==================== bim_update_ctrl
bim_update_ctrl, I/O pins on the die edge:
(4 px per µm) Pins as bars across the die edge, other pins in grey.
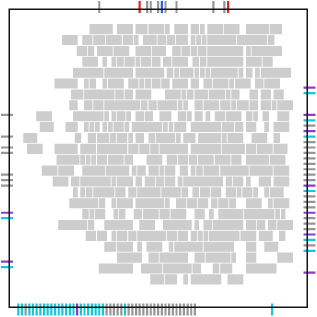

[config.mk]
export PLATFORM = sky130hd
export DESIGN_NAME = bim_update_ctrl
export DESIGN_NICKNAME = d
export VERILOG_FILES = /design/src/rtl/bim_update_ctrl.sv
export SDC_FILE = /design/constraint.sdc
export NUM_CORES = 1
export LEC_CHECK = 0
export ABC_AREA = 1
export ABC_CLOCK_PERIOD_IN_PS = 1390
export CORE_MARGIN = 3
export CORE_UTILIZATION = 33
export CTS_CLUSTER_SIZE = 28
export DETAILED_ROUTE_END_ITERATION = 8
export GPL_ROUTABILITY_DRIVEN = 0
export PLACE_DENSITY = 0.83
export SYNTH_ARGS = -nofsm -noshare
export SYNTH_HDL_FRONTEND = slang
export SYNTH_SLANG_ARGS = --single-unit
[constraint.sdc]
create_clock -name clk -period 1.39 [get_ports clk]
set_clock_uncertainty 0.15 [all_clocks]
set_input_delay 0.417 -clock clk [delete_from_list [all_inputs] [get_ports clk]]
set_output_delay 0.417 -clock clk [all_outputs]
set_load 0.02 [all_outputs]
[src/rtl/bim_update_ctrl.sv]
// Bimodal predictor table controller: init sweep, fetch lookup and
// 2-bit saturating counter updates with back-to-back forwarding.
module bim_update_ctrl #(
    parameter int         PC_LSB   = 2,
    parameter logic [1:0] INIT_CNT = 2'b01
) (
    input  logic        clk,
    input  logic        rst,
    input  logic        pc_valid_i,
    input  logic [31:0] pc_i,
    output logic        pred_valid_o,
    output logic        pred_taken_o,
    output logic [1:0]  pred_cnt_o,
    output logic        ready_o,
    input  logic        upd_valid_i,
    input  logic [31:0] upd_pc_i,
    input  logic        upd_taken_i,
    input  logic [1:0]  upd_cnt_i,
    output logic [9:0]  ram_a_o,
    output logic [1:0]  ram_d_o,
    output logic        ram_we_o,
    output logic [9:0]  ram_dpra_o,
    input  logic [1:0]  ram_bits_i
);

    typedef enum logic {
        INIT,
        RUN
    } state_t;

    state_t     state;
    state_t     state_nxt;
    logic [9:0] init_idx;
    logic [9:0] upd_idx;
    logic       wr_vld;
    logic [9:0] wr_idx;
    logic [1:0] wr_cnt;
    logic [1:0] base;
    logic [1:0] cnt_new;
    logic       unused_bits;

    assign unused_bits = ^{pc_i, upd_pc_i};

    assign upd_idx    = upd_pc_i[PC_LSB+9:PC_LSB];
    assign ram_dpra_o = pc_i[PC_LSB+9:PC_LSB];
    assign ready_o    = (state == RUN);

    always_comb begin
        state_nxt = state;
        if (state == INIT && init_idx == 10'd1023) begin
            state_nxt = RUN;
        end
    end

    // Forward the in-flight write so consecutive updates accumulate.
    always_comb begin
        base    = upd_cnt_i;
        cnt_new = 2'b00;
        if (wr_vld && wr_idx == upd_idx) begin
            base = wr_cnt;
        end
        if (upd_taken_i) begin
            cnt_new = (base == 2'b11) ? 2'b11 : base + 2'b01;
        end else begin
            cnt_new = (base == 2'b00) ? 2'b00 : base - 2'b01;
        end
    end

    always_ff @(posedge clk) begin
        if (!rst) begin
            state        <= INIT;
            init_idx     <= 10'd0;
            wr_vld       <= 1'b0;
            wr_idx       <= 10'd0;
            wr_cnt       <= 2'b00;
            pred_valid_o <= 1'b0;
        end else begin
            state        <= state_nxt;
            wr_vld       <= (state == RUN) && upd_valid_i;
            pred_valid_o <= (state == RUN) && pc_valid_i;
            if (state == INIT) begin
                init_idx <= init_idx + 10'd1;
            end
            if (state == RUN && upd_valid_i) begin
                wr_idx <= upd_idx;
                wr_cnt <= cnt_new;
            end
        end
    end

    always_comb begin
        ram_we_o = wr_vld;
        ram_a_o  = wr_idx;
        ram_d_o  = wr_cnt;
        if (state == INIT) begin
            ram_we_o = 1'b1;
            ram_a_o  = init_idx;
            ram_d_o  = INIT_CNT;
        end
    end

    assign pred_taken_o = ram_bits_i[1] & pred_valid_o;
    assign pred_cnt_o   = pred_valid_o ? ram_bits_i : 2'b00;

endmodule

==================== instruction_fetch_unit_flat
[src/rtl/instruction_fetch_unit_if.sv]
// Fetch-side bus: control-FSM request/flush, instruction-memory handshake and IR-facing results.
interface instruction_fetch_unit_if;
  logic        fetch_start;
  logic [31:0] fetch_pc;
  logic        flush;
  logic        mem_req;
  logic [31:0] mem_addr;
  logic        mem_ack;
  logic [31:0] mem_rdata;
  logic [31:0] instruction;
  logic        instr_valid;
  logic        busy;
  logic        fetch_error;

  // The fetch unit drives the memory request and the results.
  modport master (
    input  fetch_start, fetch_pc, flush, mem_ack, mem_rdata,
    output mem_req, mem_addr, instruction, instr_valid, busy, fetch_error
  );

  modport slave (
    output fetch_start, fetch_pc, flush, mem_ack, mem_rdata,
    input  mem_req, mem_addr, instruction, instr_valid, busy, fetch_error
  );
endinterface

[src/rtl/instruction_fetch_unit.sv]
// Runs one req/ack transaction per accepted fetch_start and delivers the word with a one-cycle valid.
// state | meaning
// IDLE  | no request outstanding; accepts fetch_start
// WAIT  | mem_req high at mem_addr; waiting for ack, flush or timeout
module instruction_fetch_unit #(
  parameter int TIMEOUT = 15,
  parameter int CNT_W   = 8
) (
  input logic clk,
  input logic reset,
  instruction_fetch_unit_if.master bus
);

  typedef enum logic {IDLE, WAIT} state_t;

  localparam logic [CNT_W-1:0] CNT_LAST = CNT_W'(TIMEOUT - 1);

  state_t           state_q, state_d;
  logic [CNT_W-1:0] cnt_q, cnt_d;
  logic             req_q, req_d;
  logic [31:0]      addr_q, addr_d;
  logic [31:0]      instr_q, instr_d;
  logic             valid_q, valid_d;
  logic             err_q, err_d;

  always_ff @(posedge clk) begin
    if (reset) begin
      state_q <= IDLE;
      cnt_q   <= '0;
      req_q   <= 1'b0;
      addr_q  <= '0;
      instr_q <= '0;
      valid_q <= 1'b0;
      err_q   <= 1'b0;
    end else begin
      state_q <= state_d;
      cnt_q   <= cnt_d;
      req_q   <= req_d;
      addr_q  <= addr_d;
      instr_q <= instr_d;
      valid_q <= valid_d;
      err_q   <= err_d;
    end
  end

  always_comb begin
    state_d = state_q;
    cnt_d   = cnt_q;
    req_d   = req_q;
    addr_d  = addr_q;
    instr_d = instr_q;
    valid_d = 1'b0;
    err_d   = 1'b0;
    unique case (state_q)
      IDLE: begin
        // flush suppresses a same-cycle start so no request leaks out
        if (!bus.flush && bus.fetch_start) begin
          if (bus.fetch_pc[1:0] != 2'b00) begin
            err_d = 1'b1;
          end else begin
            state_d = WAIT;
            req_d   = 1'b1;
            addr_d  = bus.fetch_pc;
            cnt_d   = '0;
          end
        end
      end
      WAIT: begin
        if (bus.flush) begin
          state_d = IDLE;
          req_d   = 1'b0;
        end else if (bus.mem_ack) begin
          state_d = IDLE;
          req_d   = 1'b0;
          instr_d = bus.mem_rdata;
          valid_d = 1'b1;
        end else if (cnt_q == CNT_LAST) begin
          state_d = IDLE;
          req_d   = 1'b0;
          err_d   = 1'b1;
        end else begin
          cnt_d = cnt_q + CNT_W'(1);
        end
      end
      default: state_d = IDLE;
    endcase
  end

  assign bus.mem_req     = req_q;
  assign bus.mem_addr    = addr_q;
  assign bus.instruction = instr_q;
  assign bus.instr_valid = valid_q;
  assign bus.fetch_error = err_q;
  assign bus.busy        = (state_q != IDLE);

endmodule

[src/flat_wrapper.sv]
// flat-port wrapper written by rule: the top's interface ports become plain ports
module instruction_fetch_unit_flat 
#(
  parameter int TIMEOUT = 15,
  parameter int CNT_W   = 8
)
  (clk, reset, bus_fetch_start, bus_fetch_pc, bus_flush, bus_mem_ack, bus_mem_rdata, bus_mem_req, bus_mem_addr, bus_instruction, bus_instr_valid, bus_busy, bus_fetch_error);
  instruction_fetch_unit_if bus_i ();
  input logic clk;
  input logic reset;
  input wire logic [$bits(bus_i.fetch_start)-1:0] bus_fetch_start;
  input wire logic [$bits(bus_i.fetch_pc)-1:0] bus_fetch_pc;
  input wire logic [$bits(bus_i.flush)-1:0] bus_flush;
  input wire logic [$bits(bus_i.mem_ack)-1:0] bus_mem_ack;
  input wire logic [$bits(bus_i.mem_rdata)-1:0] bus_mem_rdata;
  output wire logic [$bits(bus_i.mem_req)-1:0] bus_mem_req;
  output wire logic [$bits(bus_i.mem_addr)-1:0] bus_mem_addr;
  output wire logic [$bits(bus_i.instruction)-1:0] bus_instruction;
  output wire logic [$bits(bus_i.instr_valid)-1:0] bus_instr_valid;
  output wire logic [$bits(bus_i.busy)-1:0] bus_busy;
  output wire logic [$bits(bus_i.fetch_error)-1:0] bus_fetch_error;
  assign bus_i.fetch_start = bus_fetch_start;
  assign bus_i.fetch_pc = bus_fetch_pc;
  assign bus_i.flush = bus_flush;
  assign bus_i.mem_ack = bus_mem_ack;
  assign bus_i.mem_rdata = bus_mem_rdata;
  assign bus_mem_req = bus_i.mem_req;
  assign bus_mem_addr = bus_i.mem_addr;
  assign bus_instruction = bus_i.instruction;
  assign bus_instr_valid = bus_i.instr_valid;
  assign bus_busy = bus_i.busy;
  assign bus_fetch_error = bus_i.fetch_error;
  instruction_fetch_unit #(.TIMEOUT(TIMEOUT), .CNT_W(CNT_W)) u_core (.clk(clk), .reset(reset), .bus(bus_i));
endmodule
[config.mk]
export PLATFORM = sky130hd
export DESIGN_NAME = instruction_fetch_unit_flat
export DESIGN_NICKNAME = d
export VERILOG_FILES = /design/src/rtl/instruction_fetch_unit_if.sv /design/src/rtl/instruction_fetch_unit.sv /design/src/flat_wrapper.sv
export SDC_FILE = /design/constraint.sdc
export NUM_CORES = 1
export LEC_CHECK = 0
export ABC_AREA = 1
export CAP_MARGIN = 10
export CORE_UTILIZATION = 45
export CTS_BUF_LIST = sky130_fd_sc_hd__clkbuf_8
export DETAILED_ROUTE_END_ITERATION = 7
export PLACE_DENSITY_LB_ADDON = 0.05
export SYNTH_ARGS = -nofsm -noshare
export SYNTH_HDL_FRONTEND = slang
export SYNTH_SLANG_ARGS = --single-unit
[constraint.sdc]
create_clock -name clk -period 2.49 [get_ports clk]
set_input_delay 0.3735 -clock clk [delete_from_list [all_inputs] [get_ports clk]]
set_output_delay 0.3735 -clock clk [all_outputs]
set_load 0.005 [all_outputs]
==================== score_bcd_converter
$ cat src/rtl/score_bcd_converter_pkg.sv
// Shared constants, FSM state type and leading-zero helper for the score BCD converter.
package score_pkg;

    localparam int         DIGIT_W        = 4;
    localparam logic [3:0] BCD_ADJ_THRESH = 4'd5;
    localparam logic [3:0] ADD3           = 4'd3;
    // Upper bound on DIGITS supported by digit_blank.
    localparam int         MAX_DIGITS     = 32;

    typedef enum logic [1:0] {
        IDLE,
        SHIFT,
        DONE
    } state_e;

    // Digit idx is blank when idx>0 and every digit from idx up to the top is zero.
    function automatic logic digit_blank(
        input logic [DIGIT_W*MAX_DIGITS-1:0] bcd,
        input int                            idx,
        input int                            digits
    );
        logic any_nz;
        any_nz = 1'b0;
        for (int i = 1; i < MAX_DIGITS; i++) begin
            if (i >= idx && i < digits && bcd[i*DIGIT_W +: DIGIT_W] != '0) begin
                any_nz = 1'b1;
            end
        end
        return (idx != 0) && !any_nz;
    endfunction

endpackage

$ cat src/rtl/score_bcd_converter_digit_adj.sv
// One double-dabble correction: a digit of 5 or more gets 3 added (4-bit, no carry out).
module bcd_digit_adj
    import score_pkg::*;
(
    input  logic [DIGIT_W-1:0] digit_in,
    output logic [DIGIT_W-1:0] digit_out
);

    always_comb begin
        digit_out = digit_in;
        if (digit_in >= BCD_ADJ_THRESH) begin
            digit_out = digit_in + ADD3;
        end
    end

endmodule

$ cat src/rtl/score_bcd_converter.sv
// Sequential binary-to-BCD converter, one bit per clock, with display hold,
// leading-zero blanking and saturation to all nines on overflow.
module score_bcd_converter
    import score_pkg::*;
#(
    parameter int BIN_W  = 25,
    parameter int DIGITS = 8,
    parameter int CNT_W  = $clog2(BIN_W + 1)
) (
    input  logic                      clk,
    input  logic                      resetn,
    input  logic                      start,
    input  logic [BIN_W-1:0]          bin_in,
    input  logic                      hold,
    output logic                      ready,
    output logic                      done,
    output logic [DIGIT_W*DIGITS-1:0] bcd,
    output logic [DIGITS-1:0]         blank,
    output logic                      overflow
);

    localparam int                ACC_W     = DIGIT_W * DIGITS;
    localparam logic [CNT_W-1:0]  LAST_ITER = CNT_W'(BIN_W - 1);
    localparam logic [DIGITS-1:0] BLANK_RST = ~(DIGITS'(1));

    state_e             state_q, state_d;
    logic [CNT_W-1:0]   cnt_q, cnt_d;
    logic [BIN_W-1:0]   sr_q, sr_d;
    logic [ACC_W-1:0]   acc_q, acc_d;
    logic               ovf_q, ovf_d;
    logic [ACC_W-1:0]   bcd_q, bcd_d;
    logic [DIGITS-1:0]  blank_q, blank_d;
    logic               overflow_q, overflow_d;
    logic [ACC_W-1:0]   pend_bcd_q, pend_bcd_d;
    logic [DIGITS-1:0]  pend_blank_q, pend_blank_d;
    logic               pend_ovf_q, pend_ovf_d;
    logic               pend_valid_q, pend_valid_d;

    logic [ACC_W-1:0]              acc_adj;
    logic                          wr_res;
    logic [ACC_W-1:0]              res_bcd;
    logic [DIGITS-1:0]             res_blank;
    logic [DIGIT_W*MAX_DIGITS-1:0] res_ext;

    for (genvar g = 0; g < DIGITS; g++) begin : g_adj
        bcd_digit_adj u_adj (
            .digit_in  (acc_q[g*DIGIT_W +: DIGIT_W]),
            .digit_out (acc_adj[g*DIGIT_W +: DIGIT_W])
        );
    end

    always_ff @(posedge clk or negedge resetn) begin
        if (!resetn) begin
            state_q      <= IDLE;
            cnt_q        <= '0;
            sr_q         <= '0;
            acc_q        <= '0;
            ovf_q        <= 1'b0;
            bcd_q        <= '0;
            blank_q      <= BLANK_RST;
            overflow_q   <= 1'b0;
            pend_bcd_q   <= '0;
            pend_blank_q <= BLANK_RST;
            pend_ovf_q   <= 1'b0;
            pend_valid_q <= 1'b0;
        end else begin
            state_q      <= state_d;
            cnt_q        <= cnt_d;
            sr_q         <= sr_d;
            acc_q        <= acc_d;
            ovf_q        <= ovf_d;
            bcd_q        <= bcd_d;
            blank_q      <= blank_d;
            overflow_q   <= overflow_d;
            pend_bcd_q   <= pend_bcd_d;
            pend_blank_q <= pend_blank_d;
            pend_ovf_q   <= pend_ovf_d;
            pend_valid_q <= pend_valid_d;
        end
    end

    always_comb begin
        state_d = state_q;
        cnt_d   = cnt_q;
        sr_d    = sr_q;
        acc_d   = acc_q;
        ovf_d   = ovf_q;
        wr_res  = 1'b0;
        case (state_q)
            IDLE: begin
                if (start) begin
                    sr_d    = bin_in;
                    acc_d   = '0;
                    ovf_d   = 1'b0;
                    cnt_d   = '0;
                    state_d = SHIFT;
                end
            end
            SHIFT: begin
                // A bit leaving the top digit means the value needs more digits than we have.
                {acc_d, sr_d} = {acc_adj, sr_q} << 1;
                ovf_d         = ovf_q | acc_adj[ACC_W-1];
                cnt_d         = cnt_q + CNT_W'(1);
                if (cnt_q == LAST_ITER) begin
                    wr_res  = 1'b1;
                    state_d = DONE;
                end
            end
            DONE:    state_d = IDLE;
            default: state_d = IDLE;
        endcase
    end

    always_comb begin
        res_bcd = ovf_d ? {DIGITS{4'h9}} : acc_d;
        res_ext = '0;
        res_ext[ACC_W-1:0] = res_bcd;
        for (int i = 0; i < DIGITS; i++) begin
            res_blank[i] = digit_blank(res_ext, i, DIGITS);
        end
    end

    // A fresh result written with hold low wins over any pending one.
    always_comb begin
        bcd_d        = bcd_q;
        blank_d      = blank_q;
        overflow_d   = overflow_q;
        pend_bcd_d   = pend_bcd_q;
        pend_blank_d = pend_blank_q;
        pend_ovf_d   = pend_ovf_q;
        pend_valid_d = pend_valid_q;
        if (wr_res) begin
            if (!hold) begin
                bcd_d        = res_bcd;
                blank_d      = res_blank;
                overflow_d   = ovf_d;
                pend_valid_d = 1'b0;
            end else begin
                pend_bcd_d   = res_bcd;
                pend_blank_d = res_blank;
                pend_ovf_d   = ovf_d;
                pend_valid_d = 1'b1;
            end
        end else if (!hold && pend_valid_q) begin
            bcd_d        = pend_bcd_q;
            blank_d      = pend_blank_q;
            overflow_d   = pend_ovf_q;
            pend_valid_d = 1'b0;
        end
    end

    assign ready    = (state_q == IDLE);
    assign done     = (state_q == DONE);
    assign bcd      = bcd_q;
    assign blank    = blank_q;
    assign overflow = overflow_q;

endmodule

$ cat config.mk
export PLATFORM = sky130hd
export DESIGN_NAME = score_bcd_converter
export DESIGN_NICKNAME = d
export VERILOG_FILES = /design/src/rtl/score_bcd_converter_pkg.sv /design/src/rtl/score_bcd_converter_digit_adj.sv /design/src/rtl/score_bcd_converter.sv
export SDC_FILE = /design/constraint.sdc
export NUM_CORES = 1
export LEC_CHECK = 0
export ABC_AREA = 1
export CAP_MARGIN = 20
export CORE_ASPECT_RATIO = 0.75
export CORE_MARGIN = 2
export CORE_UTILIZATION = 55
export CTS_BUF_LIST = sky130_fd_sc_hd__clkbuf_8
export CTS_CLUSTER_DIAMETER = 30
export CTS_CLUSTER_SIZE = 25
export DETAILED_ROUTE_END_ITERATION = 8
export PLACE_DENSITY = 0.75
export SETUP_SLACK_MARGIN = 0.1
export SLEW_MARGIN = 20
export SYNTH_ARGS = -nofsm -noshare
export SYNTH_HDL_FRONTEND = slang
export SYNTH_SLANG_ARGS = --single-unit
$ cat constraint.sdc
create_clock -name clk -period 2.7 [get_ports clk]
set_input_delay 0.27 -clock clk [delete_from_list [all_inputs] [get_ports clk]]
set_output_delay 0.27 -clock clk [all_outputs]
set_load 0.02 [all_outputs]
bim_update_ctrl, signal wires on met4:
(4 px per µm)
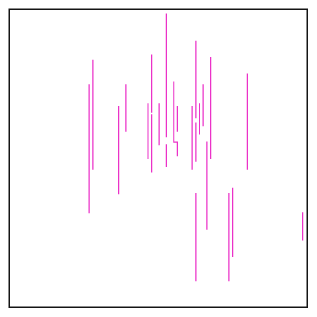
nets with wire on the layer: 23
longest straight run: 32.0 µm
wire length on this layer: 406 µm
main direction: vertical
Post-Route WL: 7227 µm
count of vias placed by the detailed router: 2,119

## Picture notes: 'I/O pins on the die edge' of bim_update_ctrl
[purple] `ram_dpra_o` | pins: 10 | direction: output | edge: 7 right, 2 left, 1 bottom
[blue] `upd_taken_i` | pins: 1 | direction: input | edge: top
[cyan] `pc_i` | pins: 32 | direction: input | edge: 24 bottom, 6 right, 2 left
[red] `ram_d_o` | pins: 2 | direction: output | edge: top
all pins by edge: 50 bottom, 29 right, 11 top, 11 left

==> flow_results.org, bim_update_ctrl <==
* Implementation run

** Layout
- Number of non-clock inverters :: 44
- The final layout contains 416 nets.
- Number of inserted diodes :: 0
- Number of sequential storage elements :: 25
- The biggest slice of the area belongs to combinational gates.
- Post-route core utilization :: 0.7117
- Clock buffers :: 3

** Floorplan
- The floorplan report gives the top-level pin count as 101.
- The floorplan report lists the tap cell count as 52.
- The floorplan has 24 rows.
- Measured along the y axis, the die boundary spans 74.15 µm.

** Power
- Static Leak :: 1.484 nW

** Routing
- Per the detail_route report, DRC violations left total 0.
- After detailed routing, the met2 layer carries 3619 µm of wire.
- Highest routed metal layer :: met4
- In the routed layout, each cell is associated on average with a via count of 5.392.

** Logic synthesis
- The area fraction of the largest cell type after synthesis is 0.3265.
- The share of the Yosys chip area taken by registers is 0.3265.
- Counting flops and latches in the post-synthesis netlist gives 25.
- At floorplan, the net count of the design was reported as 326.
- Per the synthesis report, the AND-OR/OR-AND share of the synthesized area is 0.1690.
- Adder Area Share :: 0.008163
- Chip Area, Yosys :: 0.001533 mm²

** Timing
- Across all setup checks in the final design, the least slack found is -0.4299 ns.
- In this build the clock could be raised as far as 0.5495 GHz.
- Hold timing on the final database bottoms out at a slack of 0.3379 ns.
- Final Setup Violations :: 35

** Clocking
- Clock-pin slew was measured on the worst setup and hold paths at 0.09 ns.
- Gates resized during post-CTS repair numbered 171.

** Outcome
- Failing checks :: setup timing
- Result of the run :: finished with violations

** Critical path
- The signal on the critical path passes through inv_1 > buf_4 > nor2_2 > nand3_2 > nor2_4 > nand2_2 > nand2_2 > nand2_2 > nand2_1 > nand2_1 > nand3_1 > a21oi_1.
- Number of buffers and inverters on the critical path :: 2
- Startpoint type of the worst setup path :: flop
- In this run the register-to-register setup slack is -0.43 ns.

** GRT
- Met2 usage in global routing :: 0.3563
- The via count of the first global-routing pass was 1,953.

** Hold path
- Hold Path Depth :: 3

** Placed design
- Per the detailed placement report, the placed cell area equals 0.002384 mm².
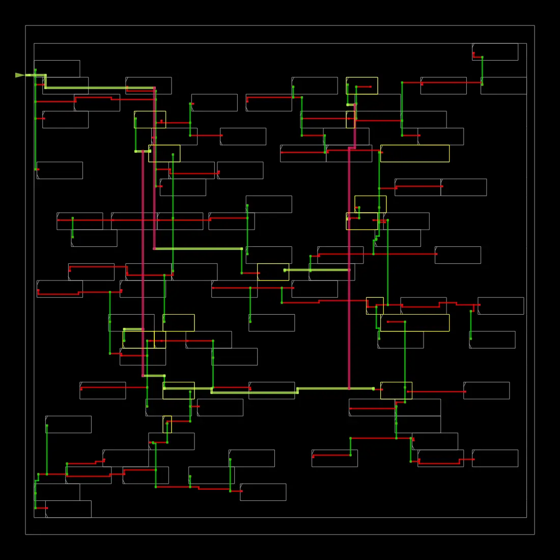
instruction_fetch_unit_flat: the clock network
clock network power: 1.02 mW
number of sequential storage elements: 76

==> flow_results.org, instruction_fetch_unit_flat <==
* Implementation run

** Outcome
- Result of the run :: finished, final reports clean

** Placed design
- After detailed placement, the total cell area comes to 0.004243 mm².
- Per the placement log, port buffering inserted 136 buffers.
- In the placement report, post-DP HPWL is listed as 5306 µm.

** Power
- Portion of total power attributed to sequential cells :: 0.504
- Combinational group share of total power :: 0.084
- Internal power comes to 1.952 mW.
- Of the total power, the clock network draws 0.412.

** Timing
- Summed negative setup slack over all endpoints :: 0 ns
- In the final report, the number of hold violations comes to 0.
- Of the available clock period, the critical path in the final layout requires 0.7312.
- On the final layout, the worst clock skew is 0.009369 ns.
- Per the timing report, the achievable frequency comes out to 0.5493 GHz.
- Counting pins that exceed their max-slew limit in the final report gives 0.

** Layout
- Counting the clock-network buffers in the layout gives 10.
- Data buffer area share :: 0.3181
- Non-CTS buffers :: 142
- The layout report gives the multi-input gate share of total cell area as 0.2592.

** Logic synthesis
- Chip Area, Yosys :: 0.002863 mm²
- Post-synth cell types :: 21
- Number of cells in the yosys synthesis report :: 377
- Yosys reg bits :: 76
- Cell area after technology mapping :: 0.002863 mm²
- Compound-cell area share of the yosys netlist :: 0.1316
- Top logic cell family in the synthesized netlist :: simple AND/OR/NAND/NOR gates

** Clocking
- Clk sinks :: 76
- The later pin in the worst-skew pair is clocked with a latency of 0.34 ns.
- Maximum buffer depth of the clock tree :: 2
- Number of buffers inserted by hold repair at cts :: 0
- Inserted Clock Buffers :: 9

** Critical path
- Largest incremental delay on the critical path :: 0.57 ns
- Capturing element type of the critical path :: output pin
- Startpoint of the most critical setup path :: u_core.bus.busy

** Routing
- Post-route antenna net violation count :: 0
- Wire length on met2 :: 3725 µm
- The routed wirelength on the met1 layer is recorded as 3115 µm.
- For this block, the via count after detailed routing is 2,848.

** GRT
- Via count of the first global-routing pass :: 2,567
score_bcd_converter, the clock network:
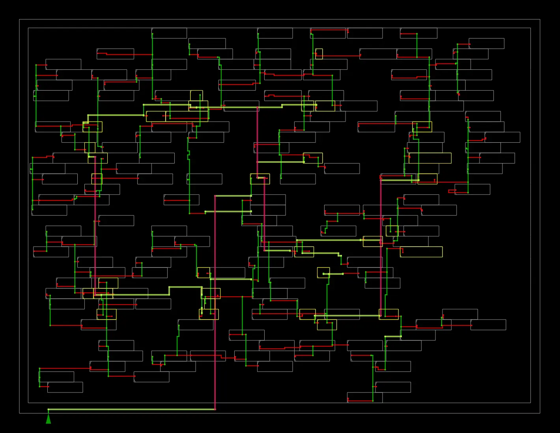
Max Clock Skew: 0.01276 ns
clock network power: 1.85 mW

score_bcd_converter, wiring by layer:
(2 px per µm) Only two layers are drawn.
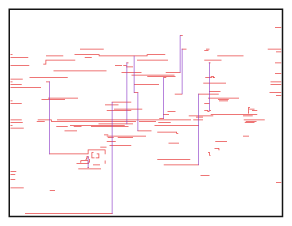
[purple] metal 4 | wire length: 286 µm
[red] metal 3 | wire length: 1,060 µm
count of vias placed by the detailed router: 6,225
Post-Route WL: 18,270 µm

==> flow_results.org, score_bcd_converter <==
* Implementation run

** Hold path
- The min-delay analysis places its worst path in the category in2async.

** Routing
- Post-route antenna net violation count :: 0

** Layout
- Number of inserted diodes :: 0
- Per the area breakdown, the dominant cell category is flip-flops and latches.

** Logic synthesis
- Main flop type :: dfrtp_1
- After synthesis, the mean cell area works out to 8.426 µm².
- Simple share :: 0.2193
- In this run the cell area of the synthesized design comes to 0.007171 mm².
- Net count of the mapped netlist :: 898
- Cell taking the most area after synthesis :: dfrtp_1

** Timing
- WHS :: 0.4046 ns
- Summed negative setup slack over all endpoints :: 0 ns
- Counting I/O delays and the setup requirement, the final critical path takes 2.422 ns.

** GRT
- Global-route met1 utilization :: 0.4051
- Entering global routing, the biggest net connects 78 pins.

** Floorplan
- After floorplanning, the die was sized to cover 0.01398 mm².
- The vertical die dimension reported for this design is 102.9 µm.
- According to the tapcell log, the count of inserted taps is 171.

** Clocking
- Per the repair_timing log after CTS, setup buffers inserted total 0.
- Reg clk slew, reported paths :: 0.08 ns

** Power
- The internal portion of the total power is 5.805 mW.
- The leakage power in the latest report is 3.896 nW.

** Critical path
- By instance count, the cell type seen most on the critical path is inv_2.
- Startpoint type of the worst setup path :: flop

** Outcome
- The flow ran to the end, and the final reports show no timing, DRC or antenna violations.

** Placed design
- Post-DP HPWL :: 12,420 µm

==================== interleaver_pingpong_ctrl
$ cat config.mk
export PLATFORM = sky130hd
export DESIGN_NAME = interleaver_pingpong_ctrl
export DESIGN_NICKNAME = d
export VERILOG_FILES = /design/src/rtl/interleaver_pingpong_ctrl.sv
export SDC_FILE = /design/constraint.sdc
export NUM_CORES = 1
export LEC_CHECK = 0
export CAP_MARGIN = 20
export CORE_UTILIZATION = 29
export CTS_BUF_LIST = sky130_fd_sc_hd__clkbuf_4
export DETAILED_ROUTE_END_ITERATION = 6
export GPL_TIMING_DRIVEN = 0
export MAX_ROUTING_LAYER = met4
export PLACE_DENSITY = 0.63
export SYNTH_ARGS = -nofsm -noshare
export SYNTH_HDL_FRONTEND = slang
export SYNTH_SLANG_ARGS = --single-unit
$ cat constraint.sdc
create_clock -name CLK -period 2 [get_ports CLK]
set_clock_uncertainty 0.15 [all_clocks]
set_input_delay 0.2 -clock CLK [delete_from_list [all_inputs] [get_ports CLK]]
set_output_delay 0.2 -clock CLK [all_outputs]
set_load 0.05 [all_outputs]
$ cat src/rtl/interleaver_pingpong_ctrl.sv
// Ping-pong frame-buffer scheduler between the interleaver write and read engines.
// Optional statistics counters are built when INTLV_CTRL_STATS_EN is defined.
module interleaver_pingpong_ctrl #(
    parameter int ROW_NUMBER = 10,
    parameter int COL_NUMBER = 7,
    parameter int CNT_W      = 16
) (
    input  logic             CLK,
    input  logic             RESET,
    input  logic             WR_REQ,
    output logic             WR_GRANT,
    output logic             WR_SEL,
    input  logic             WR_DONE,
    output logic             RD_START,
    output logic             RD_SEL,
    input  logic             RD_ACK,
    output logic             BUSY,
    output logic             PROTO_ERR,
    output logic [CNT_W-1:0] FRAME_CNT,
    output logic [CNT_W-1:0] STALL_CNT
);

    if (ROW_NUMBER < 1 || COL_NUMBER < 1) begin : g_bad_geometry
        $error("interleaver geometry must be at least 1x1");
    end

    typedef enum logic [1:0] {
        BUF_FREE  = 2'd0,
        BUF_FILL  = 2'd1,
        BUF_FULL  = 2'd2,
        BUF_DRAIN = 2'd3
    } buf_state_t;

    typedef enum logic { W_IDLE = 1'b0, W_ACTIVE = 1'b1 } w_state_t;
    typedef enum logic { R_IDLE = 1'b0, R_ACTIVE = 1'b1 } r_state_t;

    w_state_t   w_q, w_d;
    r_state_t   r_q, r_d;
    buf_state_t buf_q [2];
    buf_state_t buf_d [2];
    logic       wr_ptr_q, wr_ptr_d;
    logic       rd_ptr_q, rd_ptr_d;
    logic       wr_sel_d, rd_sel_d, rd_start_d, busy_d, err_d;

    // Handshake: WR_REQ is a level; WR_GRANT stays high from grant until WR_DONE is sampled.
    // WR_DONE, RD_ACK and RD_START are single-cycle pulses; stray pulses are dropped and flagged.
    always_comb begin
        w_d        = w_q;
        r_d        = r_q;
        wr_ptr_d   = wr_ptr_q;
        rd_ptr_d   = rd_ptr_q;
        buf_d[0]   = buf_q[0];
        buf_d[1]   = buf_q[1];
        wr_sel_d   = WR_SEL;
        rd_sel_d   = RD_SEL;
        rd_start_d = 1'b0;
        err_d      = PROTO_ERR;

        unique case (w_q)
            W_IDLE: begin
                if (WR_DONE) err_d = 1'b1;
                if (WR_REQ && buf_q[wr_ptr_q] == BUF_FREE) begin
                    buf_d[wr_ptr_q] = BUF_FILL;
                    wr_sel_d        = wr_ptr_q;
                    w_d             = W_ACTIVE;
                end
            end
            W_ACTIVE: begin
                if (WR_DONE) begin
                    buf_d[wr_ptr_q] = BUF_FULL;
                    wr_ptr_d        = ~wr_ptr_q;
                    w_d             = W_IDLE;
                end
            end
            default: w_d = W_IDLE;
        endcase

        // The write and read sides always touch buffers in different states, so never the same one.
        unique case (r_q)
            R_IDLE: begin
                if (RD_ACK) err_d = 1'b1;
                if (buf_q[rd_ptr_q] == BUF_FULL) begin
                    buf_d[rd_ptr_q] = BUF_DRAIN;
                    rd_sel_d        = rd_ptr_q;
                    rd_start_d      = 1'b1;
                    r_d             = R_ACTIVE;
                end
            end
            R_ACTIVE: begin
                if (RD_ACK) begin
                    buf_d[rd_ptr_q] = BUF_FREE;
                    rd_ptr_d        = ~rd_ptr_q;
                    r_d             = R_IDLE;
                end
            end
            default: r_d = R_IDLE;
        endcase

        busy_d = (buf_d[0] != BUF_FREE) || (buf_d[1] != BUF_FREE);
    end

    always_ff @(posedge CLK or posedge RESET) begin
        if (RESET) begin
            w_q       <= W_IDLE;
            r_q       <= R_IDLE;
            buf_q[0]  <= BUF_FREE;
            buf_q[1]  <= BUF_FREE;
            wr_ptr_q  <= 1'b0;
            rd_ptr_q  <= 1'b0;
            WR_GRANT  <= 1'b0;
            WR_SEL    <= 1'b0;
            RD_START  <= 1'b0;
            RD_SEL    <= 1'b0;
            BUSY      <= 1'b0;
            PROTO_ERR <= 1'b0;
        end else begin
            w_q       <= w_d;
            r_q       <= r_d;
            buf_q[0]  <= buf_d[0];
            buf_q[1]  <= buf_d[1];
            wr_ptr_q  <= wr_ptr_d;
            rd_ptr_q  <= rd_ptr_d;
            WR_GRANT  <= (w_d == W_ACTIVE);
            WR_SEL    <= wr_sel_d;
            RD_START  <= rd_start_d;
            RD_SEL    <= rd_sel_d;
            BUSY      <= busy_d;
            PROTO_ERR <= err_d;
        end
    end

`ifdef INTLV_CTRL_STATS_EN
    logic ack_accept;
    logic stall;

    assign ack_accept = (r_q == R_ACTIVE) && RD_ACK;
    assign stall      = (w_q == W_IDLE) && WR_REQ && (buf_q[wr_ptr_q] != BUF_FREE);

    // Frame count wraps; stall count saturates so long stalls stay visible.
    always_ff @(posedge CLK or posedge RESET) begin
        if (RESET) begin
            FRAME_CNT <= '0;
            STALL_CNT <= '0;
        end else begin
            if (ack_accept) FRAME_CNT <= FRAME_CNT + 1'b1;
            if (stall && STALL_CNT != '1) STALL_CNT <= STALL_CNT + 1'b1;
        end
    end
`else
    assign FRAME_CNT = '0;
    assign STALL_CNT = '0;
`endif

endmodule

==================== apb_timer_regbank_flat
## src/rtl/apb_timer_regbank_if.sv

```systemverilog
// APB3 bus bundle for the timer register bank.
interface apb_timer_regbank_if #(
  parameter int ADDR_W = 5,
  parameter int DATA_W = 8
);
  logic              PSEL;
  logic              PENABLE;
  logic              PWRITE;
  logic [ADDR_W-1:0] PADDR;
  logic [DATA_W-1:0] PWDATA;
  logic [DATA_W-1:0] PRDATA;
  logic              PREADY;
  logic              PSLVERR;

  modport master (output PSEL, PENABLE, PWRITE, PADDR, PWDATA,
                  input  PRDATA, PREADY, PSLVERR);
  modport slave  (input  PSEL, PENABLE, PWRITE, PADDR, PWDATA,
                  output PRDATA, PREADY, PSLVERR);
endinterface

```

## src/rtl/apb_timer_regbank.sv

```systemverilog
// APB3 register bank for NUM_CH timer channels: TDR/TCR per channel, sticky W1C status,
// per-channel interrupts and programmable access wait states.
module apb_timer_ch #(
  parameter int DATA_W = 8
) (
  input  logic              i_clk,
  input  logic              i_rst,
  input  logic              i_wr_tdr,
  input  logic              i_wr_tcr,
  input  logic              i_wr_tsr,
  input  logic [DATA_W-1:0] i_wdata,
  input  logic              i_ovf,
  input  logic              i_udf,
  output logic [DATA_W-1:0] o_tdr,
  output logic [DATA_W-1:0] o_tcr,
  output logic [DATA_W-1:0] o_tsr,
  output logic              o_tdr_load,
  output logic              o_irq
);
  logic [DATA_W-1:0] r_tdr, r_tcr;
  logic [1:0]        r_tsr;
  logic              r_tdr_load;
  logic [1:0]        w_clr;

  assign w_clr = i_wr_tsr ? i_wdata[1:0] : 2'b00;

  always_ff @(posedge i_clk or posedge i_rst) begin
    if (i_rst) begin
      r_tdr      <= '0;
      r_tcr      <= '0;
      r_tsr      <= '0;
      r_tdr_load <= 1'b0;
    end else begin
      if (i_wr_tdr) r_tdr <= i_wdata;
      if (i_wr_tcr) r_tcr <= i_wdata;
      // clear first, then OR in events so a same-cycle event survives the W1C
      r_tsr      <= (r_tsr & ~w_clr) | {i_udf, i_ovf};
      r_tdr_load <= i_wr_tdr;
    end
  end

  assign o_tdr      = r_tdr;
  assign o_tcr      = r_tcr;
  assign o_tsr      = DATA_W'(r_tsr);
  assign o_tdr_load = r_tdr_load;
  assign o_irq      = |(r_tsr & r_tcr[1:0]);
endmodule

module apb_timer_regbank #(
  parameter int NUM_CH      = 2,
  parameter int DATA_W      = 8,
  parameter int ADDR_W      = 5,
  parameter int WAIT_CYCLES = 0
) (
  input  logic                       PCLK,
  input  logic                       PRESET,
  apb_timer_regbank_if.slave         apb,
  input  logic [NUM_CH-1:0]          tmr_ovf,
  input  logic [NUM_CH-1:0]          tmr_udf,
  output logic [NUM_CH*DATA_W-1:0]   tdr,
  output logic [NUM_CH*DATA_W-1:0]   tcr,
  output logic [NUM_CH-1:0]          tdr_load,
  output logic [NUM_CH-1:0]          irq,
  output logic                       irq_any
);
  typedef enum logic [1:0] {IDLE, SETUP, ACCESS} state_t;

  localparam logic [ADDR_W:0] MAP_END  = (ADDR_W+1)'(4*NUM_CH);
  localparam logic [3:0]      WAIT_MAX = 4'(WAIT_CYCLES);

  state_t                          r_state, w_nxt;
  logic [3:0]                      r_cnt;
  logic                            w_ready, w_valid, w_wr;
  logic [ADDR_W-1:0]               w_word;
  logic [DATA_W-1:0]               w_rd_reg;
  logic [NUM_CH-1:0][DATA_W-1:0]   w_tdr, w_tcr, w_tsr;

  always_ff @(posedge PCLK or posedge PRESET) begin
    if (PRESET) begin
      r_state <= IDLE;
      r_cnt   <= '0;
    end else begin
      r_state <= w_nxt;
      if (r_state == SETUP)                          r_cnt <= '0;
      else if (r_state == ACCESS && r_cnt < WAIT_MAX) r_cnt <= r_cnt + 4'd1;
    end
  end

  always_comb begin
    w_nxt = r_state;
    case (r_state)
      IDLE:    if (apb.PSEL && !apb.PENABLE) w_nxt = SETUP;
      SETUP:   w_nxt = ACCESS;
      ACCESS:  if (w_ready || !apb.PSEL) w_nxt = IDLE;
      default: w_nxt = IDLE;
    endcase
  end

  always_comb begin
    w_ready     = (r_state == ACCESS) && apb.PSEL && apb.PENABLE && (r_cnt == WAIT_MAX);
    apb.PREADY  = w_ready;
    apb.PSLVERR = w_ready && !w_valid;
    apb.PRDATA  = (w_ready && !apb.PWRITE && w_valid) ? w_rd_reg : '0;
  end

  // offset 3 of each channel is reserved and decodes as an error
  assign w_valid = ({1'b0, apb.PADDR} < MAP_END) && (apb.PADDR[1:0] != 2'd3);
  assign w_word  = apb.PADDR >> 2;
  assign w_wr    = w_ready && apb.PWRITE && w_valid;

  always_comb begin
    w_rd_reg = '0;
    for (int c = 0; c < NUM_CH; c++) begin
      if (w_word == ADDR_W'(c)) begin
        case (apb.PADDR[1:0])
          2'd0:    w_rd_reg = w_tdr[c];
          2'd1:    w_rd_reg = w_tcr[c];
          2'd2:    w_rd_reg = w_tsr[c];
          default: w_rd_reg = '0;
        endcase
      end
    end
  end

  for (genvar c = 0; c < NUM_CH; c++) begin : g_ch
    logic w_hit;
    assign w_hit = w_wr && (w_word == ADDR_W'(c));
    apb_timer_ch #(.DATA_W(DATA_W)) u_ch (
      .i_clk      (PCLK),
      .i_rst      (PRESET),
      .i_wr_tdr   (w_hit && apb.PADDR[1:0] == 2'd0),
      .i_wr_tcr   (w_hit && apb.PADDR[1:0] == 2'd1),
      .i_wr_tsr   (w_hit && apb.PADDR[1:0] == 2'd2),
      .i_wdata    (apb.PWDATA),
      .i_ovf      (tmr_ovf[c]),
      .i_udf      (tmr_udf[c]),
      .o_tdr      (w_tdr[c]),
      .o_tcr      (w_tcr[c]),
      .o_tsr      (w_tsr[c]),
      .o_tdr_load (tdr_load[c]),
      .o_irq      (irq[c])
    );
  end

  assign tdr     = w_tdr;
  assign tcr     = w_tcr;
  assign irq_any = |irq;
endmodule

```

## src/flat_wrapper.sv

```systemverilog
// flat-port wrapper written by rule: the top's interface ports become plain ports
module apb_timer_regbank_flat 
#(
  parameter int NUM_CH      = 2,
  parameter int DATA_W      = 8,
  parameter int ADDR_W      = 5,
  parameter int WAIT_CYCLES = 0
)
  (PCLK, PRESET, tmr_ovf, tmr_udf, tdr, tcr, tdr_load, irq, irq_any, apb_PSEL, apb_PENABLE, apb_PWRITE, apb_PADDR, apb_PWDATA, apb_PRDATA, apb_PREADY, apb_PSLVERR);
  apb_timer_regbank_if #(.ADDR_W(ADDR_W), .DATA_W(DATA_W)) apb_i ();
  input  logic PCLK;
  input  logic PRESET;
  input  logic [NUM_CH-1:0] tmr_ovf;
  input  logic [NUM_CH-1:0] tmr_udf;
  output logic [NUM_CH*DATA_W-1:0] tdr;
  output logic [NUM_CH*DATA_W-1:0] tcr;
  output logic [NUM_CH-1:0] tdr_load;
  output logic [NUM_CH-1:0] irq;
  output logic irq_any;
  input wire logic [$bits(apb_i.PSEL)-1:0] apb_PSEL;
  input wire logic [$bits(apb_i.PENABLE)-1:0] apb_PENABLE;
  input wire logic [$bits(apb_i.PWRITE)-1:0] apb_PWRITE;
  input wire logic [$bits(apb_i.PADDR)-1:0] apb_PADDR;
  input wire logic [$bits(apb_i.PWDATA)-1:0] apb_PWDATA;
  output wire logic [$bits(apb_i.PRDATA)-1:0] apb_PRDATA;
  output wire logic [$bits(apb_i.PREADY)-1:0] apb_PREADY;
  output wire logic [$bits(apb_i.PSLVERR)-1:0] apb_PSLVERR;
  assign apb_i.PSEL = apb_PSEL;
  assign apb_i.PENABLE = apb_PENABLE;
  assign apb_i.PWRITE = apb_PWRITE;
  assign apb_i.PADDR = apb_PADDR;
  assign apb_i.PWDATA = apb_PWDATA;
  assign apb_PRDATA = apb_i.PRDATA;
  assign apb_PREADY = apb_i.PREADY;
  assign apb_PSLVERR = apb_i.PSLVERR;
  apb_timer_regbank #(.NUM_CH(NUM_CH), .DATA_W(DATA_W), .ADDR_W(ADDR_W), .WAIT_CYCLES(WAIT_CYCLES)) u_core (.PCLK(PCLK), .PRESET(PRESET), .apb(apb_i), .tmr_ovf(tmr_ovf), .tmr_udf(tmr_udf), .tdr(tdr), .tcr(tcr), .tdr_load(tdr_load), .irq(irq), .irq_any(irq_any));
endmodule
```

## config.mk

```make
export PLATFORM = sky130hd
export DESIGN_NAME = apb_timer_regbank_flat
export DESIGN_NICKNAME = d
export VERILOG_FILES = /design/src/rtl/apb_timer_regbank_if.sv /design/src/rtl/apb_timer_regbank.sv /design/src/flat_wrapper.sv
export SDC_FILE = /design/constraint.sdc
export NUM_CORES = 1
export LEC_CHECK = 0
export ABC_CLOCK_PERIOD_IN_PS = 2220
export CORE_ASPECT_RATIO = 1.75
export CORE_MARGIN = 2
export CORE_UTILIZATION = 28
export DETAILED_ROUTE_END_ITERATION = 12
export PLACE_DENSITY_LB_ADDON = 0.25
export SYNTH_ARGS = -nofsm -noshare
export SYNTH_HDL_FRONTEND = slang
export SYNTH_SLANG_ARGS = --single-unit
```

## constraint.sdc

```tcl
create_clock -name PCLK -period 2.22 [get_ports PCLK]
set_input_delay 0.333 -clock PCLK [delete_from_list [all_inputs] [get_ports PCLK]]
set_output_delay 0.333 -clock PCLK [all_outputs]
set_load 0.005 [all_outputs]
```

apb_timer_regbank_flat, clock network drawn from the DEF:
(6 px per µm)
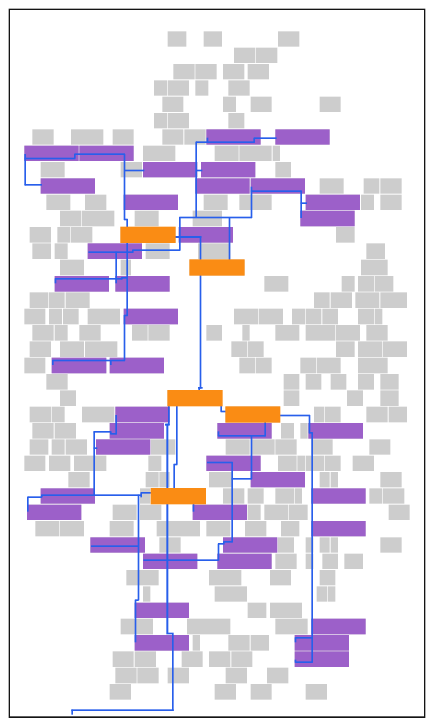
[blue] clock wires | length: 523 µm
[purple] flip-flops | count: 40
[orange] clock drivers | count: 5
routed clock nets: 6
flops lie: spread over the die

apb_timer_regbank_flat, wiring by layer:
(3 px per µm) Only two layers are drawn.
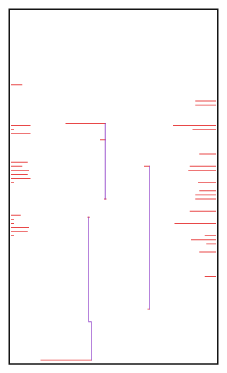
[red] metal 3 | wire length: 221 µm
[purple] metal 4 | wire length: 121 µm

==> flow_results.org, apb_timer_regbank_flat <==
* Implementation run

** Outcome
- Result of the run :: finished, final reports clean

** Layout
- The fraction of cell area in sequential cells is reported as 0.3124.
- Clock buffers :: 6
- The finished cells cover 0.003204 mm².
- The area growth from synthesis to layout is 54.84%.
- Cell type taking the most area :: flip-flops and latches
- For this run, the script counts the antenna cells in the layout as 0.
- The final layout contains 276 nets.

** Power
- Of the total power, the share spent switching nets is 0.2161.
- VDD IR max :: 290.3 µV

** Logic synthesis
- Cell area after technology mapping :: 0.002069 mm²
- Per the synthesis report, the AND-OR/OR-AND share of the synthesized area is 0.05744.
- The main area contributors are dfrtp_1 (48%), mux2_4 (12%), mux2_2 (9.3%).
- Yosys mapped a number of flops with a built-in enable equal to 0.
- The synthesized netlist contains 30 unique library cells.
- Parity-gate share of the synthesized area counting xor and xnor cells :: 0

** Floorplan
- The vertical die dimension reported for this design is 117.7 µm.
- Chip width :: 68.99 µm

** Clocking
- Inserted Clock Buffers :: 5
- The registers of the reported paths see a clock transition of 0.06 ns.
- Number of buffers inserted by hold repair at cts :: 0

** Routing
- In this run the remaining antenna-violating nets after routing total 0.
- Per the detail_route report, vias per standard cell equal 4.827.
- After detailed routing, the wire length on met1 is 2319 µm.
- The first TritonRoute pass finished after 3 iterations.
- In the routed design, unresolved DRC markers number 0.

** GRT
- First-pass GRT wire length :: 8880 µm
- Routing resource usage on met2 recorded by global route was 0.2578.
- The number of antenna violations at the first check in global routing was 0.
- The via count of the first global-routing pass is 1,704.

** Placed design
- Timing analysis after detailed placement gives a worst setup slack of -0.5852 ns.

** Timing
- Portion of the clock cycle consumed by the worst path in the final layout :: 0.9982
- On the final layout, the worst clock skew is 0.002592 ns.
- WHS :: 0.4132 ns
- In the final report, the number of endpoints failing setup comes to 0.

** Critical path
- FF-to-FF Start :: u_core.r_state[0]
- Traced cell by cell, the critical path runs through dlygate4sd2_1 > or4b_4 > buf_6 > o22ai_1 > and2_1 > dlygate4sd2_1.
- The STA report counts the stages on the worst setup path as 6.
interleaver_pingpong_ctrl, I/O pins on the die edge:
(6 px per µm) Pins as bars across the die edge, other pins in grey.
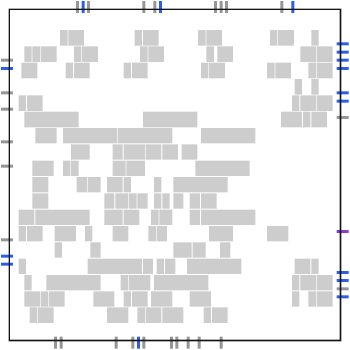
[blue] `FRAME_CNT` | pins: 16 | direction: output | edge: 9 right, 3 left, 3 top, 1 bottom
[purple] `WR_SEL` | pins: 1 | direction: output | edge: right

==> flow_results.org, interleaver_pingpong_ctrl <==
* Implementation run

** Power
- Cell internal power was estimated by the tool at 717.1 µW.
- VDD IR max :: 676.5 µV

** Logic synthesis
- After synthesis, the share of cell area in mux cells is 0.02615.
- dfrtp_1 takes more of the synthesized area than any other cell.
- Proportion of synthesized flip-flops having asynchronous set or reset :: 1.000
- Area leader share :: 0.4000
- Counting flops and latches in the post-synthesis netlist gives 13.

** Clocking
- Number of resized instances in the post-cts repair step :: 0
- TritonCTS built the clock tree.
- The skew report gives the latency at the later pin of the worst-skew pair as 0.28 ns.

** Critical path
- Worst endpoint data arrival time :: 1.51 ns
- For this run, the slowest stage of the critical path takes 0.82 ns.

** Layout
- The top cell types in the final layout, fill and taps aside, are buf_4 (32), conb_1 (32), dfrtp_1 (13).
- The register with the most flip-flops in the layout has 4 of them.
- Post-route core utilization :: 0.4274
- Non-CTS buffers :: 44

** Timing
- Setup repair after global routing left no endpoint under its margin.
- Timing would allow up to 0.5364 GHz.

** Outcome
- The flow ran to the end, and the final reports show no timing, DRC or antenna violations.

==================== demux_burst_scheduler
===== src/rtl/demux_burst_scheduler.sv =====
// Burst scheduler for a 1:4 demux: grants a single valid/ready producer to one of
// four consumers for BURST_LEN beats, chosen round-robin over a mask or by a fixed select.
`timescale 1ns/1ps
module demux_burst_scheduler #(
  parameter int DATA_W    = 8,
  parameter int BURST_LEN = 4,
  parameter int TIMEOUT   = 16
) (
  input  logic              clk,
  input  logic              rst,
  input  logic              en,
  input  logic              mode,
  input  logic [1:0]        fixed_sel,
  input  logic [3:0]        ch_mask,
  input  logic              in_valid,
  input  logic [DATA_W-1:0] in_data,
  output logic              in_ready,
  output logic [3:0]        out_valid,
  output logic [DATA_W-1:0] out_data,
  input  logic [3:0]        out_ready,
  output logic [1:0]        sel,
  output logic              busy,
  output logic              timeout_err
);

  localparam int BCW = $clog2(BURST_LEN) + 1;
  localparam int SCW = $clog2(TIMEOUT) + 1;
  localparam logic [BCW-1:0] BEAT_LAST  = BCW'(BURST_LEN - 1);
  localparam logic [SCW-1:0] STALL_LAST = SCW'(TIMEOUT - 1);

  typedef enum logic {
    ST_IDLE  = 1'b0,
    ST_BURST = 1'b1
  } state_t;

  state_t         state_q, state_d;
  logic [1:0]     sel_q, sel_d;
  logic [1:0]     rr_ptr_q, rr_ptr_d;
  logic [BCW-1:0] beat_cnt_q, beat_cnt_d;
  logic [SCW-1:0] stall_cnt_q, stall_cnt_d;
  logic           busy_q, busy_d;
  logic           tout_q, tout_d;

  logic           rr_hit;
  logic [1:0]     rr_target;
  logic [1:0]     rr_cand;
  logic [1:0]     target;
  logic           target_ok;
  logic           xfer;

  // Search starts one past the last served channel, so the last served one is tried last.
  always_comb begin
    rr_hit    = 1'b0;
    rr_target = rr_ptr_q;
    rr_cand   = rr_ptr_q;
    for (int k = 1; k <= 4; k++) begin
      rr_cand = rr_ptr_q + 2'(k);
      if (!rr_hit && ch_mask[rr_cand]) begin
        rr_hit    = 1'b1;
        rr_target = rr_cand;
      end
    end
  end

  assign target    = mode ? fixed_sel : rr_target;
  assign target_ok = mode | rr_hit;

  always_comb begin
    in_ready  = 1'b0;
    out_valid = 4'b0000;
    if (state_q == ST_BURST) begin
      in_ready         = out_ready[sel_q];
      out_valid[sel_q] = in_valid;
    end
  end

  assign out_data    = in_data;
  assign xfer        = in_valid & in_ready;
  assign sel         = sel_q;
  assign busy        = busy_q;
  assign timeout_err = tout_q;

  always_comb begin
    state_d     = state_q;
    sel_d       = sel_q;
    rr_ptr_d    = rr_ptr_q;
    beat_cnt_d  = beat_cnt_q;
    stall_cnt_d = stall_cnt_q;
    busy_d      = busy_q;
    tout_d      = 1'b0;
    case (state_q)
      ST_IDLE: begin
        if (en && in_valid && target_ok) begin
          state_d     = ST_BURST;
          sel_d       = target;
          beat_cnt_d  = '0;
          stall_cnt_d = '0;
          busy_d      = 1'b1;
        end
      end
      ST_BURST: begin
        if (xfer) begin
          beat_cnt_d  = beat_cnt_q + BCW'(1);
          stall_cnt_d = '0;
          if (beat_cnt_q == BEAT_LAST) begin
            state_d  = ST_IDLE;
            busy_d   = 1'b0;
            rr_ptr_d = sel_q;
          end
        end else if (stall_cnt_q == STALL_LAST) begin
          // Abort a stalled burst so one dead consumer cannot hold the producer forever.
          state_d  = ST_IDLE;
          busy_d   = 1'b0;
          tout_d   = 1'b1;
          rr_ptr_d = sel_q;
        end else begin
          stall_cnt_d = stall_cnt_q + SCW'(1);
        end
      end
      default: state_d = ST_IDLE;
    endcase
  end

  always_ff @(posedge clk) begin
    if (rst) begin
      state_q     <= ST_IDLE;
      sel_q       <= 2'd0;
      rr_ptr_q    <= 2'd3;
      beat_cnt_q  <= '0;
      stall_cnt_q <= '0;
      busy_q      <= 1'b0;
      tout_q      <= 1'b0;
    end else begin
      state_q     <= state_d;
      sel_q       <= sel_d;
      rr_ptr_q    <= rr_ptr_d;
      beat_cnt_q  <= beat_cnt_d;
      stall_cnt_q <= stall_cnt_d;
      busy_q      <= busy_d;
      tout_q      <= tout_d;
    end
  end

endmodule


===== config.mk =====
export PLATFORM = sky130hd
export DESIGN_NAME = demux_burst_scheduler
export DESIGN_NICKNAME = d
export VERILOG_FILES = /design/src/rtl/demux_burst_scheduler.sv
export SDC_FILE = /design/constraint.sdc
export NUM_CORES = 1
export LEC_CHECK = 0
export CAP_MARGIN = 20
export CORE_MARGIN = 4
export CORE_UTILIZATION = 46
export CTS_BUF_LIST = sky130_fd_sc_hd__clkbuf_8 sky130_fd_sc_hd__clkbuf_16
export CTS_CLUSTER_DIAMETER = 30
export DETAILED_ROUTE_END_ITERATION = 7
export HOLD_SLACK_MARGIN = 0.08
export PLACE_DENSITY = 0.84
export SLEW_MARGIN = 0
export SYNTH_ARGS = -nofsm -noshare
export SYNTH_HDL_FRONTEND = slang
export SYNTH_SLANG_ARGS = --single-unit

===== constraint.sdc =====
create_clock -name clk -period 3.19 [get_ports clk]
set_input_delay 0.638 -clock clk [delete_from_list [all_inputs] [get_ports clk]]
set_output_delay 0.638 -clock clk [all_outputs]
set_load 0.02 [all_outputs]

==> flow_results.org <==
* Implementation run

** GRT
- First-pass GRT wire length :: 4002 µm
- The via count of the first global-routing pass came to 898.

** Layout
- Layout area overhead :: 21.73%
- Fillers :: 198
- Register share of the cell area :: 0.2407
- Number of nets at the end of the flow :: 168
- Register with the highest flop count :: stall_cnt_q

** Logic synthesis
- The area fraction of the largest cell type after synthesis is 0.2930.
- Proportion of synthesized flip-flops having asynchronous set or reset :: 0
- Yosys reports the multiplexer fraction of the synthesized area as 0.06105.
- After synthesis, the most frequently instantiated cells are dfxtp_1 (15), inv_1 (12), buf_4 (8), nor2_1 (8).
- Yosys synthesis warning count :: 0
- Net count of the mapped netlist :: 153
- Top logic cell family in the synthesized netlist :: AND-OR/OR-AND gates
- Among all flip-flop cells after synthesis, the most frequent one is dfxtp_1.

** Placed design
- At the end of routability-driven placement, the weighted congestion stood at 0.8130.
- For this run the detailed placement stage logged an HPWL of 1905 µm.

** Routing
- Wire length on met2 :: 1272 µm
- Vias per Instance :: 5.874

** Critical path
- Cells along the critical path :: clkdlybuf4s50_1 > mux2i_1 > mux2i_1 > and2_1 > clkdlybuf4s50_1
- Crit-path max FO :: 3
- For reference, the critical path is launched at out_ready[2].
- By startpoint and endpoint, the worst setup path is classified as in2out.
- On the critical path, the stage with the largest delay is an instance of clkdlybuf4s50_1.

** Power
- Combinational power :: 91.5 µW
- Total Power Consumption :: 451.3 µW

** Clocking
- Post-CTS setup buffer count :: 0

** Floorplan
- Top-level I/O count :: 40
- Chip width :: 55.20 µm
- The initial utilization of the core area, before any placement, comes to 0.5018.

** Timing
- Setup slack closes at 0.4005 ns.
- Max Clock Skew :: 0.007852 ns
- The highest clock rate this design can be run at is 0.3585 GHz.
- Setup violations remaining at the end of the flow were counted as 0.

** Hold path
- Destination of the worst hold path :: busy

** Outcome
- Result of the run :: finished, final reports clean
demux_burst_scheduler, selected gate families:
(6 px per µm)
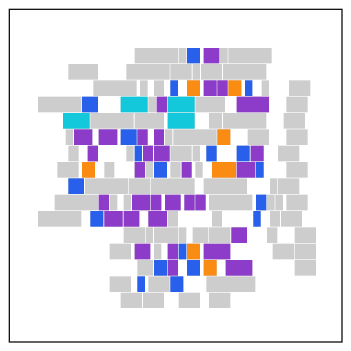
[blue] nand cells | cells: 19
[cyan] fa/ha/maj cells | cells: 4
[orange] and/or cells | cells: 7
[purple] aoi and oai cells | cells: 31
post-route insts no fill: 167
Comb area share: 0.4744
top logic cell by instance count in the layout: clkdlybuf4s50_1

demux_burst_scheduler, the clock network:
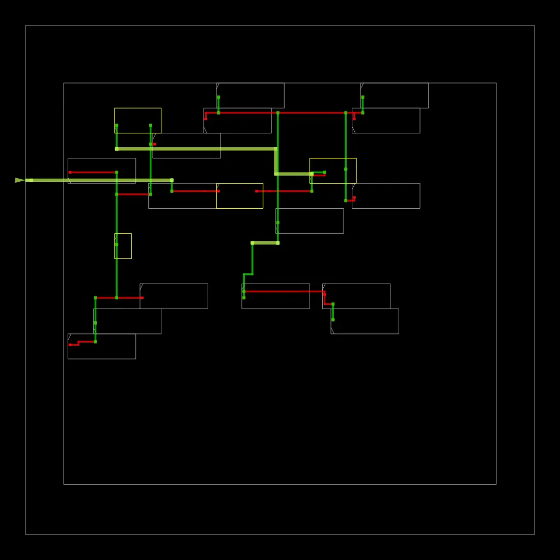
clk sinks: 15
clock network power: 153 µW
Inserted Clock Buffers: 3
clock insertion delay at the later pin of the skew report: 0.25 ns
number of sequential storage elements: 15



## Gallery

Selected gate families.
shot_01.png
(3 px per µm)
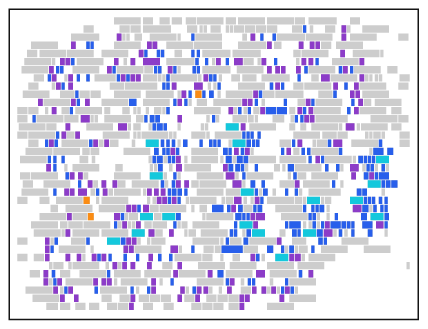
shot_02.png
(4 px per µm)
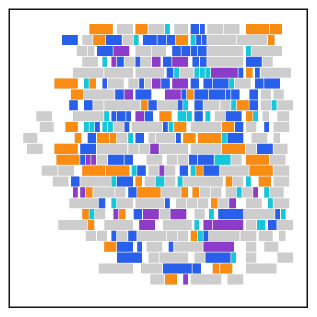
shot_03.png
(6 px per µm)
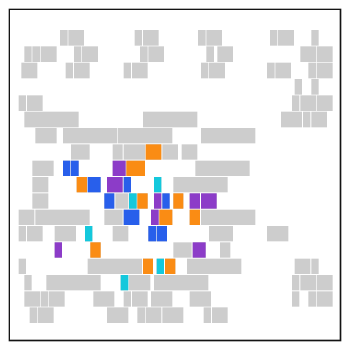
shot_04.png
(4 px per µm)
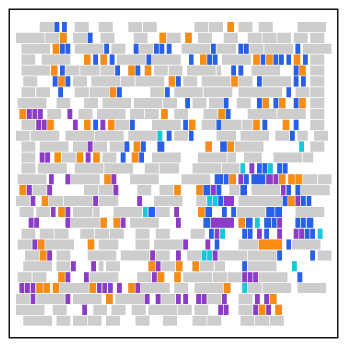
shot_05.png
(4 px per µm)
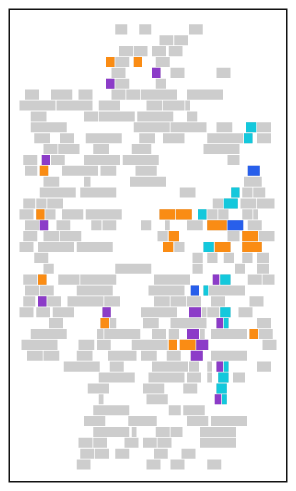
- most cells: shot_01.png
- shot_05.png = apb_timer_regbank_flat
- shot_04.png = instruction_fetch_unit_flat
- shot_02.png = bim_update_ctrl
- shot_03.png = interleaver_pingpong_ctrl
- shot_01.png = score_bcd_converter

Key to shot_01.png:
[blue] nand cells | cells: 259
[purple] aoi and oai cells | cells: 187 | where: spread over the die
[orange] and/or cells | cells: 3
[cyan] fa/ha/maj cells | cells: 18


==> layout pictures side by side <==
The clock network.
image #1
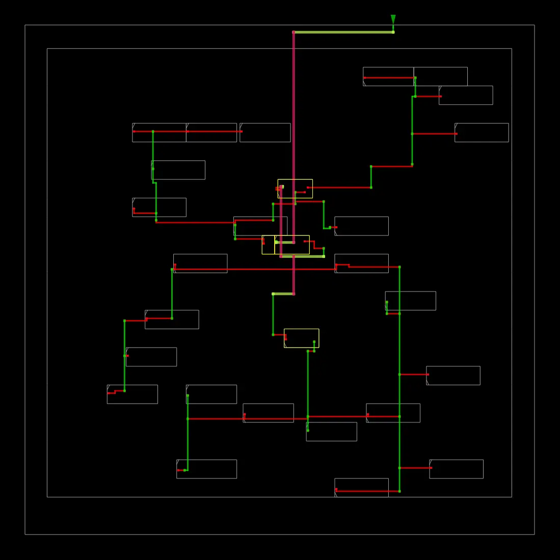
image #2
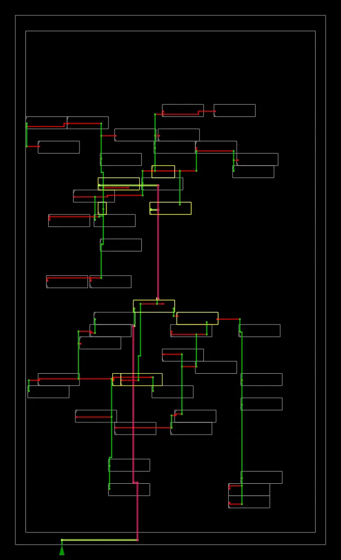
image #3
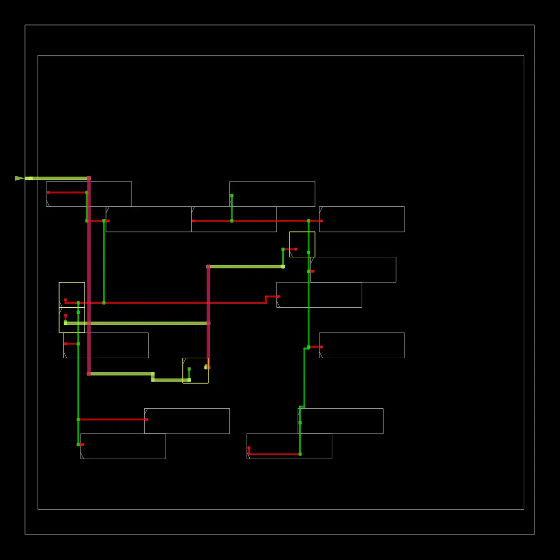
Of these, most sequential cells: image #2
Of these, fewest sequential cells: image #3
apb_timer_regbank_flat: image #2
bim_update_ctrl: image #1
interleaver_pingpong_ctrl: image #3

No activity file was given, so power comes from the tool's default toggle rates.
